######## block 1 ########
## src/rtl/keypad_scanner.sv

```systemverilog
// Matrix keypad scanner: column strobe, full-matrix debounce, multi-key rejection, valid/ready key events.
// Optional release events are enabled with `define KEYPAD_RELEASE_EVENT_EN (adds key_release_out).
//   state      | meaning
//   S_RELEASED | no key held, a single key press emits an event
//   S_PRESSED  | exactly one debounced key held
//   S_MULTI    | several keys seen, waits for all keys released
`timescale 1ns/1ps
module keypad_scanner #(
  parameter int ROWS            = 4,
  parameter int COLS            = 4,
  parameter int CLK_PERIOD      = 10,
  parameter int SCAN_RATE       = 1000,
  parameter int DEBOUNCE_FRAMES = 4,
  parameter int KEY_W           = $clog2(ROWS*COLS)
) (
  input  logic             clk_in,
  input  logic             rst_low_in,
  input  logic [ROWS-1:0]  rows_in,
  output logic [COLS-1:0]  cols_out,
  output logic [KEY_W-1:0] key_code_out,
  output logic             key_valid_out,
  input  logic             key_ready_in,
  output logic             key_held_out,
  output logic             overrun_out
`ifdef KEYPAD_RELEASE_EVENT_EN
  ,
  output logic             key_release_out
`endif
);

  localparam int COL_CLKS_RAW = (1000000000 / SCAN_RATE) / CLK_PERIOD;
  localparam int COL_CLKS     = (COL_CLKS_RAW < 4) ? 4 : COL_CLKS_RAW;
  localparam int NKEYS        = ROWS * COLS;
  localparam int CNT_W        = $clog2(COL_CLKS);
  localparam int COL_W        = (COLS > 1) ? $clog2(COLS) : 1;
  localparam int STB_W        = $clog2(DEBOUNCE_FRAMES);
  localparam int POP_W        = $clog2(NKEYS + 1);

  typedef enum logic [1:0] {S_RELEASED, S_PRESSED, S_MULTI} state_t;

  logic [ROWS-1:0]  rows_meta, rows_sync;
  logic             scanning;
  logic [CNT_W-1:0] clk_cnt;
  logic [COL_W-1:0] col_idx;
  logic             sample_now, frame_done;
  logic [NKEYS-1:0] frame_cur, frame_next, frame_prev, deb_matrix;
  logic             frame_seen, deb_load, deb_upd;
  logic [STB_W-1:0] stable_cnt, stable_nxt;
  logic [POP_W-1:0] key_cnt;
  logic [KEY_W-1:0] low_code, held_code, ev_code;
  logic             ev;
`ifdef KEYPAD_RELEASE_EVENT_EN
  logic             ev_rel;
`endif
  state_t           state, state_nxt;

  always_ff @(posedge clk_in or negedge rst_low_in) begin
    if (!rst_low_in) begin
      rows_meta <= '1;
      rows_sync <= '1;
    end else begin
      rows_meta <= rows_in;
      rows_sync <= rows_meta;
    end
  end

  assign sample_now = scanning && (clk_cnt == CNT_W'(COL_CLKS - 1));
  assign frame_done = sample_now && (col_idx == COL_W'(COLS - 1));

  always_ff @(posedge clk_in or negedge rst_low_in) begin
    if (!rst_low_in) begin
      scanning <= 1'b0;
      clk_cnt  <= '0;
      col_idx  <= '0;
    end else if (!scanning) begin
      scanning <= 1'b1;
    end else if (sample_now) begin
      clk_cnt <= '0;
      col_idx <= frame_done ? '0 : col_idx + 1'b1;
    end else begin
      clk_cnt <= clk_cnt + 1'b1;
    end
  end

  always_comb begin
    cols_out = '1;
    if (scanning) cols_out[col_idx] = 1'b0;
  end

  // Frame bits are indexed by key code (row*COLS + col), 1 = pressed.
  always_comb begin
    frame_next = frame_cur;
    for (int r = 0; r < ROWS; r++) frame_next[r*COLS + int'(col_idx)] = ~rows_sync[r];
  end

  always_comb begin
    stable_nxt = stable_cnt;
    if (!frame_seen || (frame_next != frame_prev)) stable_nxt = '0;
    else if (stable_cnt != STB_W'(DEBOUNCE_FRAMES - 1)) stable_nxt = stable_cnt + 1'b1;
  end

  // Load only on the frame that reaches the threshold, so each stable pattern updates once.
  assign deb_load = frame_done && (stable_nxt == STB_W'(DEBOUNCE_FRAMES - 1)) &&
                    (stable_cnt != STB_W'(DEBOUNCE_FRAMES - 1));

  always_ff @(posedge clk_in or negedge rst_low_in) begin
    if (!rst_low_in) begin
      frame_cur  <= '0;
      frame_prev <= '0;
      frame_seen <= 1'b0;
      stable_cnt <= '0;
      deb_matrix <= '0;
      deb_upd    <= 1'b0;
    end else begin
      if (sample_now) frame_cur <= frame_next;
      if (frame_done) begin
        frame_prev <= frame_next;
        frame_seen <= 1'b1;
        stable_cnt <= stable_nxt;
      end
      if (deb_load) deb_matrix <= frame_next;
      deb_upd <= deb_load;
    end
  end

  always_comb begin
    key_cnt  = '0;
    low_code = '0;
    for (int i = NKEYS - 1; i >= 0; i--) begin
      if (deb_matrix[i]) begin
        key_cnt  = key_cnt + 1'b1;
        low_code = KEY_W'(i);
      end
    end
  end

  always_comb begin
    state_nxt = state;
    ev        = 1'b0;
    ev_code   = low_code;
`ifdef KEYPAD_RELEASE_EVENT_EN
    ev_rel    = 1'b0;
`endif
    if (deb_upd) begin
      case (state)
        S_RELEASED: begin
          if (key_cnt == POP_W'(1)) begin
            state_nxt = S_PRESSED;
            ev        = 1'b1;
          end else if (key_cnt != '0) begin
            state_nxt = S_MULTI;
          end
        end
        S_PRESSED: begin
          if (key_cnt == '0) begin
            state_nxt = S_RELEASED;
`ifdef KEYPAD_RELEASE_EVENT_EN
            ev        = 1'b1;
            ev_code   = held_code;
            ev_rel    = 1'b1;
`endif
          end else if (!(key_cnt == POP_W'(1) && low_code == held_code)) begin
            state_nxt = S_MULTI;
          end
        end
        S_MULTI: begin
          if (key_cnt == '0) state_nxt = S_RELEASED;
        end
        default: state_nxt = S_RELEASED;
      endcase
    end
  end

  always_ff @(posedge clk_in or negedge rst_low_in) begin
    if (!rst_low_in) begin
      state     <= S_RELEASED;
      held_code <= '0;
    end else begin
      state <= state_nxt;
      if (deb_upd && state == S_RELEASED) held_code <= low_code;
    end
  end

  assign key_held_out = (state == S_PRESSED);

  // An accept in the same cycle frees the slot, so a simultaneous event is delivered, not dropped.
  always_ff @(posedge clk_in or negedge rst_low_in) begin
    if (!rst_low_in) begin
      key_code_out    <= '0;
      key_valid_out   <= 1'b0;
      overrun_out     <= 1'b0;
`ifdef KEYPAD_RELEASE_EVENT_EN
      key_release_out <= 1'b0;
`endif
    end else begin
      overrun_out <= 1'b0;
      if (ev) begin
        if (!key_valid_out || key_ready_in) begin
          key_code_out    <= ev_code;
          key_valid_out   <= 1'b1;
`ifdef KEYPAD_RELEASE_EVENT_EN
          key_release_out <= ev_rel;
`endif
        end else begin
          overrun_out <= 1'b1;
        end
      end else if (key_valid_out && key_ready_in) begin
        key_valid_out <= 1'b0;
      end
    end
  end

endmodule

```

## config.mk

```make
export PLATFORM = sky130hd
export DESIGN_NAME = keypad_scanner
export DESIGN_NICKNAME = d
export VERILOG_FILES = /design/src/rtl/keypad_scanner.sv
export SDC_FILE = /design/constraint.sdc
export NUM_CORES = 1
export LEC_CHECK = 0
export CAP_MARGIN = 20
export CORE_AREA = 2 2 106 108
export CTS_CLUSTER_SIZE = 40
export DETAILED_ROUTE_END_ITERATION = 16
export DIE_AREA = 0 0 108 110
export GPL_TIMING_DRIVEN = 0
export PLACE_DENSITY = 0.8
export SLEW_MARGIN = 25
export SYNTH_ARGS = -nofsm -noshare
export SYNTH_HDL_FRONTEND = slang
export SYNTH_SLANG_ARGS = --single-unit
```

## constraint.sdc

```tcl
create_clock -name clk_in -period 8.7 [get_ports clk_in]
set_clock_uncertainty 0.05 [all_clocks]
set_input_delay 1.74 -clock clk_in [delete_from_list [all_inputs] [get_ports clk_in]]
set_output_delay 1.74 -clock clk_in [all_outputs]
set_load 0.02 [all_outputs]
```

######## block 2 ########
<file path="src/rtl/fetch_queue_unit.sv">
// Instruction-fetch stage: issues PCs to the instruction cache and buffers the returned
// instructions with their PCs in a small FIFO. Jump and branch redirects flush the FIFO.
module fetch_queue_unit #(
    parameter int unsigned       ADDR_W   = 32,
    parameter int unsigned       DATA_W   = 32,
    parameter int unsigned       DEPTH    = 4,
    parameter logic [ADDR_W-1:0] RESET_PC = '0,
    parameter int unsigned       PC_INC   = 4
) (
    input  logic                       clk,
    input  logic                       rst,
    output logic                       icache_req,
    output logic [ADDR_W-1:0]          icache_addr,
    input  logic                       icache_ready,
    input  logic [DATA_W-1:0]          icache_rdata,
    output logic                       instr_valid,
    output logic [DATA_W-1:0]          instr,
    output logic [ADDR_W-1:0]          instr_pc,
    input  logic                       instr_ready,
    input  logic                       jump_valid,
    input  logic [ADDR_W-1:0]          jump_target,
    input  logic                       branch_valid,
    input  logic [ADDR_W-1:0]          branch_target,
    output logic                       misalign_err,
    output logic [$clog2(DEPTH):0]     occupancy
);

    localparam int unsigned PTR_W = $clog2(DEPTH);
    localparam int unsigned CNT_W = PTR_W + 1;

    logic [ADDR_W-1:0] pc_q;
    logic [ADDR_W-1:0] inflight_pc_q;
    logic              inflight_q;
    logic [PTR_W-1:0]  wr_ptr_q;
    logic [PTR_W-1:0]  rd_ptr_q;
    logic [CNT_W-1:0]  count_q;
    logic              misalign_q;

    logic [DATA_W-1:0] data_mem [DEPTH];
    logic [ADDR_W-1:0] pc_mem   [DEPTH];

    logic              redirect;
    logic [ADDR_W-1:0] target;
    logic [CNT_W-1:0]  pending;
    logic              accept;
    logic              push;
    logic              pop;

    // Branch is the older instruction, so it wins over a same-cycle jump.
    assign redirect = branch_valid || jump_valid;
    assign target   = branch_valid ? branch_target : jump_target;

    // The in-flight slot is counted so a returning response always has room.
    assign pending    = count_q + CNT_W'(inflight_q);
    assign icache_req = rst && (pending < CNT_W'(DEPTH)) && !redirect;
    assign accept     = icache_req && icache_ready;
    assign push       = inflight_q && !redirect;
    assign pop        = instr_valid && instr_ready;

    always_ff @(posedge clk or negedge rst) begin
        if (!rst) begin
            pc_q          <= RESET_PC;
            inflight_pc_q <= '0;
            inflight_q    <= 1'b0;
            wr_ptr_q      <= '0;
            rd_ptr_q      <= '0;
            count_q       <= '0;
            misalign_q    <= 1'b0;
        end else begin
            misalign_q <= redirect && (target[1:0] != 2'b00);
            if (redirect) begin
                pc_q       <= {target[ADDR_W-1:2], 2'b00};
                inflight_q <= 1'b0;
                wr_ptr_q   <= '0;
                rd_ptr_q   <= '0;
                count_q    <= '0;
            end else begin
                inflight_q <= accept;
                if (accept) begin
                    pc_q          <= pc_q + ADDR_W'(PC_INC);
                    inflight_pc_q <= pc_q;
                end
                if (push) wr_ptr_q <= wr_ptr_q + 1'b1;
                if (pop)  rd_ptr_q <= rd_ptr_q + 1'b1;
                case ({push, pop})
                    2'b10:   count_q <= count_q + 1'b1;
                    2'b01:   count_q <= count_q - 1'b1;
                    default: count_q <= count_q;
                endcase
            end
        end
    end

    always_ff @(posedge clk) begin
        if (push) begin
            data_mem[wr_ptr_q] <= icache_rdata;
            pc_mem[wr_ptr_q]   <= inflight_pc_q;
        end
    end

    // Entry storage has no reset; outputs are masked so an empty queue reads as zero.
    assign instr_valid  = (count_q != '0);
    assign instr        = instr_valid ? data_mem[rd_ptr_q] : '0;
    assign instr_pc     = instr_valid ? pc_mem[rd_ptr_q] : '0;
    assign icache_addr  = pc_q;
    assign misalign_err = misalign_q;
    assign occupancy    = count_q;

    assert property (@(posedge clk) disable iff (!rst) push |-> (count_q != CNT_W'(DEPTH)))
        else $error("fetch_queue_unit: push into full FIFO");

endmodule
</file>
<file path="config.mk">
export PLATFORM = sky130hd
export DESIGN_NAME = fetch_queue_unit
export DESIGN_NICKNAME = d
export VERILOG_FILES = /design/src/rtl/fetch_queue_unit.sv
export SDC_FILE = /design/constraint.sdc
export NUM_CORES = 1
export LEC_CHECK = 0
export CAP_MARGIN = 15
export CORE_UTILIZATION = 35
export CTS_BUF_LIST = sky130_fd_sc_hd__clkbuf_8 sky130_fd_sc_hd__clkbuf_16
export CTS_CLUSTER_DIAMETER = 80
export DETAILED_ROUTE_END_ITERATION = 8
export PLACE_DENSITY = 0.59
export SLEW_MARGIN = 25
export SYNTH_ARGS = -nofsm -noshare
export SYNTH_HDL_FRONTEND = slang
export SYNTH_SLANG_ARGS = --single-unit
export TNS_END_PERCENT = 30
</file>
<file path="constraint.sdc">
create_clock -name clk -period 3.2 [get_ports clk]
set_input_delay 0.48 -clock clk [delete_from_list [all_inputs] [get_ports clk]]
set_output_delay 0.48 -clock clk [all_outputs]
set_load 0.02 [all_outputs]
</file>
### Clock wires, drivers and flops, block 2

(2 px per micron)
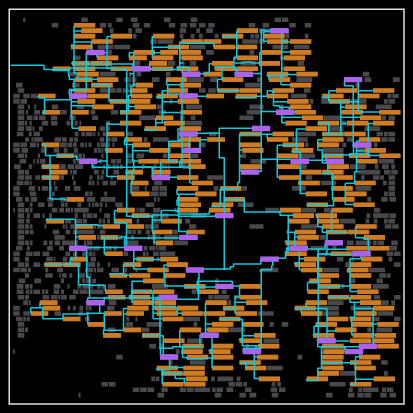
[orange] flip-flops | count: 317
[cyan] clock wires | length: 3790 microns
[purple] clock-net drivers | count: 36
flops lie	all over the die

==> job_summary.md, block 2 <==
## PnR job results

| Metric | Value |
|---|---|
| Status | `finished, final reports clean` |
| Crit path time final | `3030 ps` |
| WL/cell | `20.8 microns` |
| Global-route usage over all layers | `16.8%` |
| Core area | `37000 sq um` |
| Setup Crit Path Kind | `reg -> out` |
| Mux share | `13.4%` |
| Iter 0 DRT Violations | `379` |
| Top area cell types | `edfxtp_1 56%, dfrtp_1 13%, mux4_2 11%` |
| Worst reg2reg path depth | `7` |
| Startpoint types | `flip-flop` |
| TritonCTS clock tree | `yes` |
| First-pass GRT wire length | `49.3 mm` |
| Num tapcells | `504` |
| Stage-log warning count | `29` |
| Crit path buf inv count | `2` |
| Distinct lib cells | `61` |
| Max incr delay on CP | `570 ps` |
| Flops | `317` |
## block 2: power by group
part           leakage [nW]  switching, mW  internal, mW  total (mW)
combinational          2.23          0.321         0.343       0.664
clock                 0.604           1.55          2.49        4.05
sequential             3.07          0.217          4.69        4.91
## block 2: state kept, by name, indices dropped and copies added (netlist names)
name           flops
icache_addr       30
inflight_pc_q     30
misalign_err       1
wr_ptr_q           2
rd_ptr_q           2
occupancy          3
inflight_q         1
data_mem         128
pc_mem           120
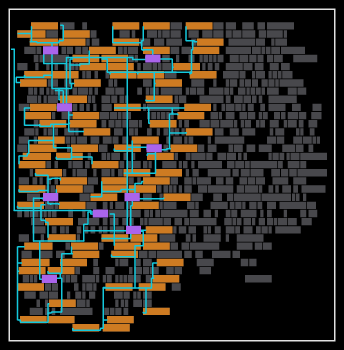
*Clock wires, drivers and flops, block 1*
(3 px per micron)
[cyan] clock wires | length: 1020 microns
[purple] clock-net drivers | count: 9
[orange] flip-flops | count: 92
routed clock nets	10

==> job_summary.md, block 1 <==
## PnR job results

| Metric | Value |
|---|---|
| Antenna Nets Post-Route | `0` |
| Status | `finished, violations left` |
| Worst Setup SP | `deb_matrix[15]` |
| Worst hold path type | `reg -> reg` |
| Worst reg2reg path depth | `45` |
| Synthesized area | `5920 sq um` |
| Slew headroom | `63.4%` |
| Startpoint types | `flip-flop` |
| Overall power | `0.874 mW` |
| Final Max Slew Viols | `0` |
| Gpl congestion | `0.859` |
| Max VDD drop | `0.162 mV` |
| Failing checks | `setup timing` |
| Final setup fails | `8` |
| Non-clock inverters | `32` |
| Total Wirelength | `13.1 mm` |
| Post-Layout Inst Area | `7110 sq um` |
| Tcrit/Tclk final | `101%` |
| DIE AREA | `11900 sq um` |
| TritonCTS Buffers | `9` |
| Global-route met3 utilization | `2.88%` |
| Pre-CTS WS | `-750 ps` |
| Row count | `38` |
| Crit path buf inv count | `4` |
| # resized after CTS | `9` |
| Biggest Area Class | `multi-input combinational cells` |
| Seq share, synth | `39.1%` |
| Gate Area | `3610 sq um` |
| Via density | `5.63` |
| Core Util, Final | `66.5%` |
| Global-route usage over all layers | `23.1%` |
| Worst Hold Slack | `308 ps` |
| Distinct lib cells | `74` |
| Seq/total area | `32.5%` |
| Post-route setup slack | `-124 ps` |
| Top Layout Cells | `95 x nand2_1, 84 x dfrtp_1, 63 x o21ai_0` |
| Clk. pwr | `0.357 mW` |
| Setup bufs post-CTS | `22` |
| Core Util at FP | `55.3%` |
## block 1: cells by family after synthesis
kind of cell | count (synthesis) | share of synthesized area, %
and+or+nand+nor | 219 | 18.1
AOI/OAI and AO/OA | 124 | 12.1
DFF | 92 | 39.1
xor gates and xnor gates | 80 | 15.4
buffers and inverters | 60 | 5.05
muxes | 32 | 5.83
adders and majority gates | 21 | 4.44
other | 1 | 0.0634
## block 1: registers in the layout, indices dropped and copies added (netlist names), 2 cells and up
signal,cells
clk_cnt,17
deb_matrix,16
frame_cur,16
frame_prev,16
held_code,4
key_code_out,4
rows_meta,4
rows_sync,4
col_idx,2
stable_cnt,2
state,2

==> gallery <==
Placed cells, one color a class.
Plate I
(2 px per micron) Fill, decap, tap and diode cells in gray.
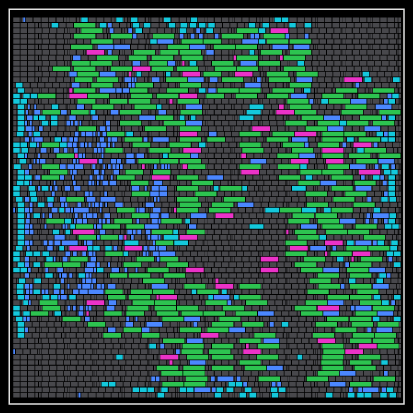
Plate II
(4 px per micron) Fill, decap, tap and diode cells in gray.
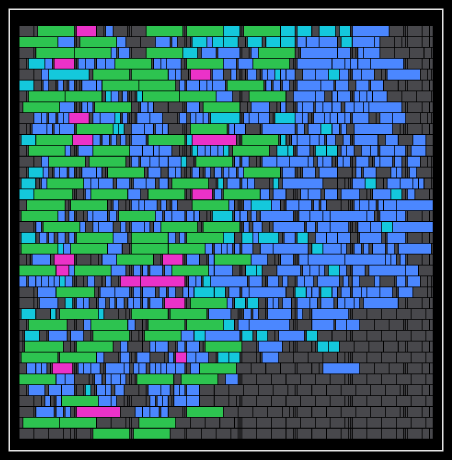
block 2: Plate I
block 1: Plate II

Key to Plate II:
color	class	cells	share of their area
cyan	remaining buffers and delay cells	79	9.1%
blue	remaining logic cells	509	54%
magenta	clock drivers and dummy loads	16	3.7%
green	registers	92	33%



==> screenshots <==
PDN straps and rails.
shot_01.png
(4 px per micron) Pins as bars on the die edge. Tap cells in gray.
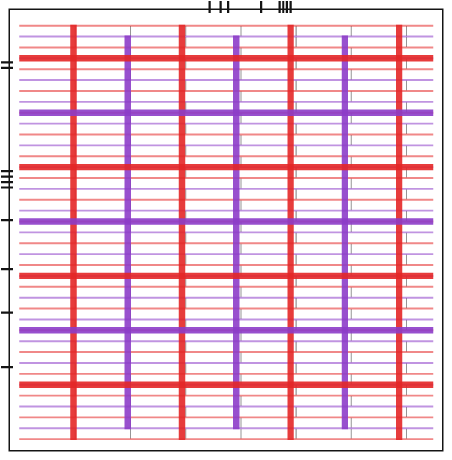
shot_02.png
(2 px per micron) Pins as bars on the die edge. Tap cells in gray.
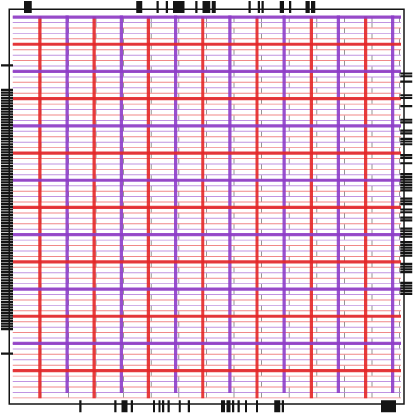
- block 1 = shot_01.png
- block 2 = shot_02.png
The one with the most pins is shot_02.png.
The one with the largest die is shot_02.png.

Key to shot_01.png:
color	net
red	VSS
purple	VDD
met4 straps	7
signal pins	18
rows	38

Power and IR drop assume default switching activity.
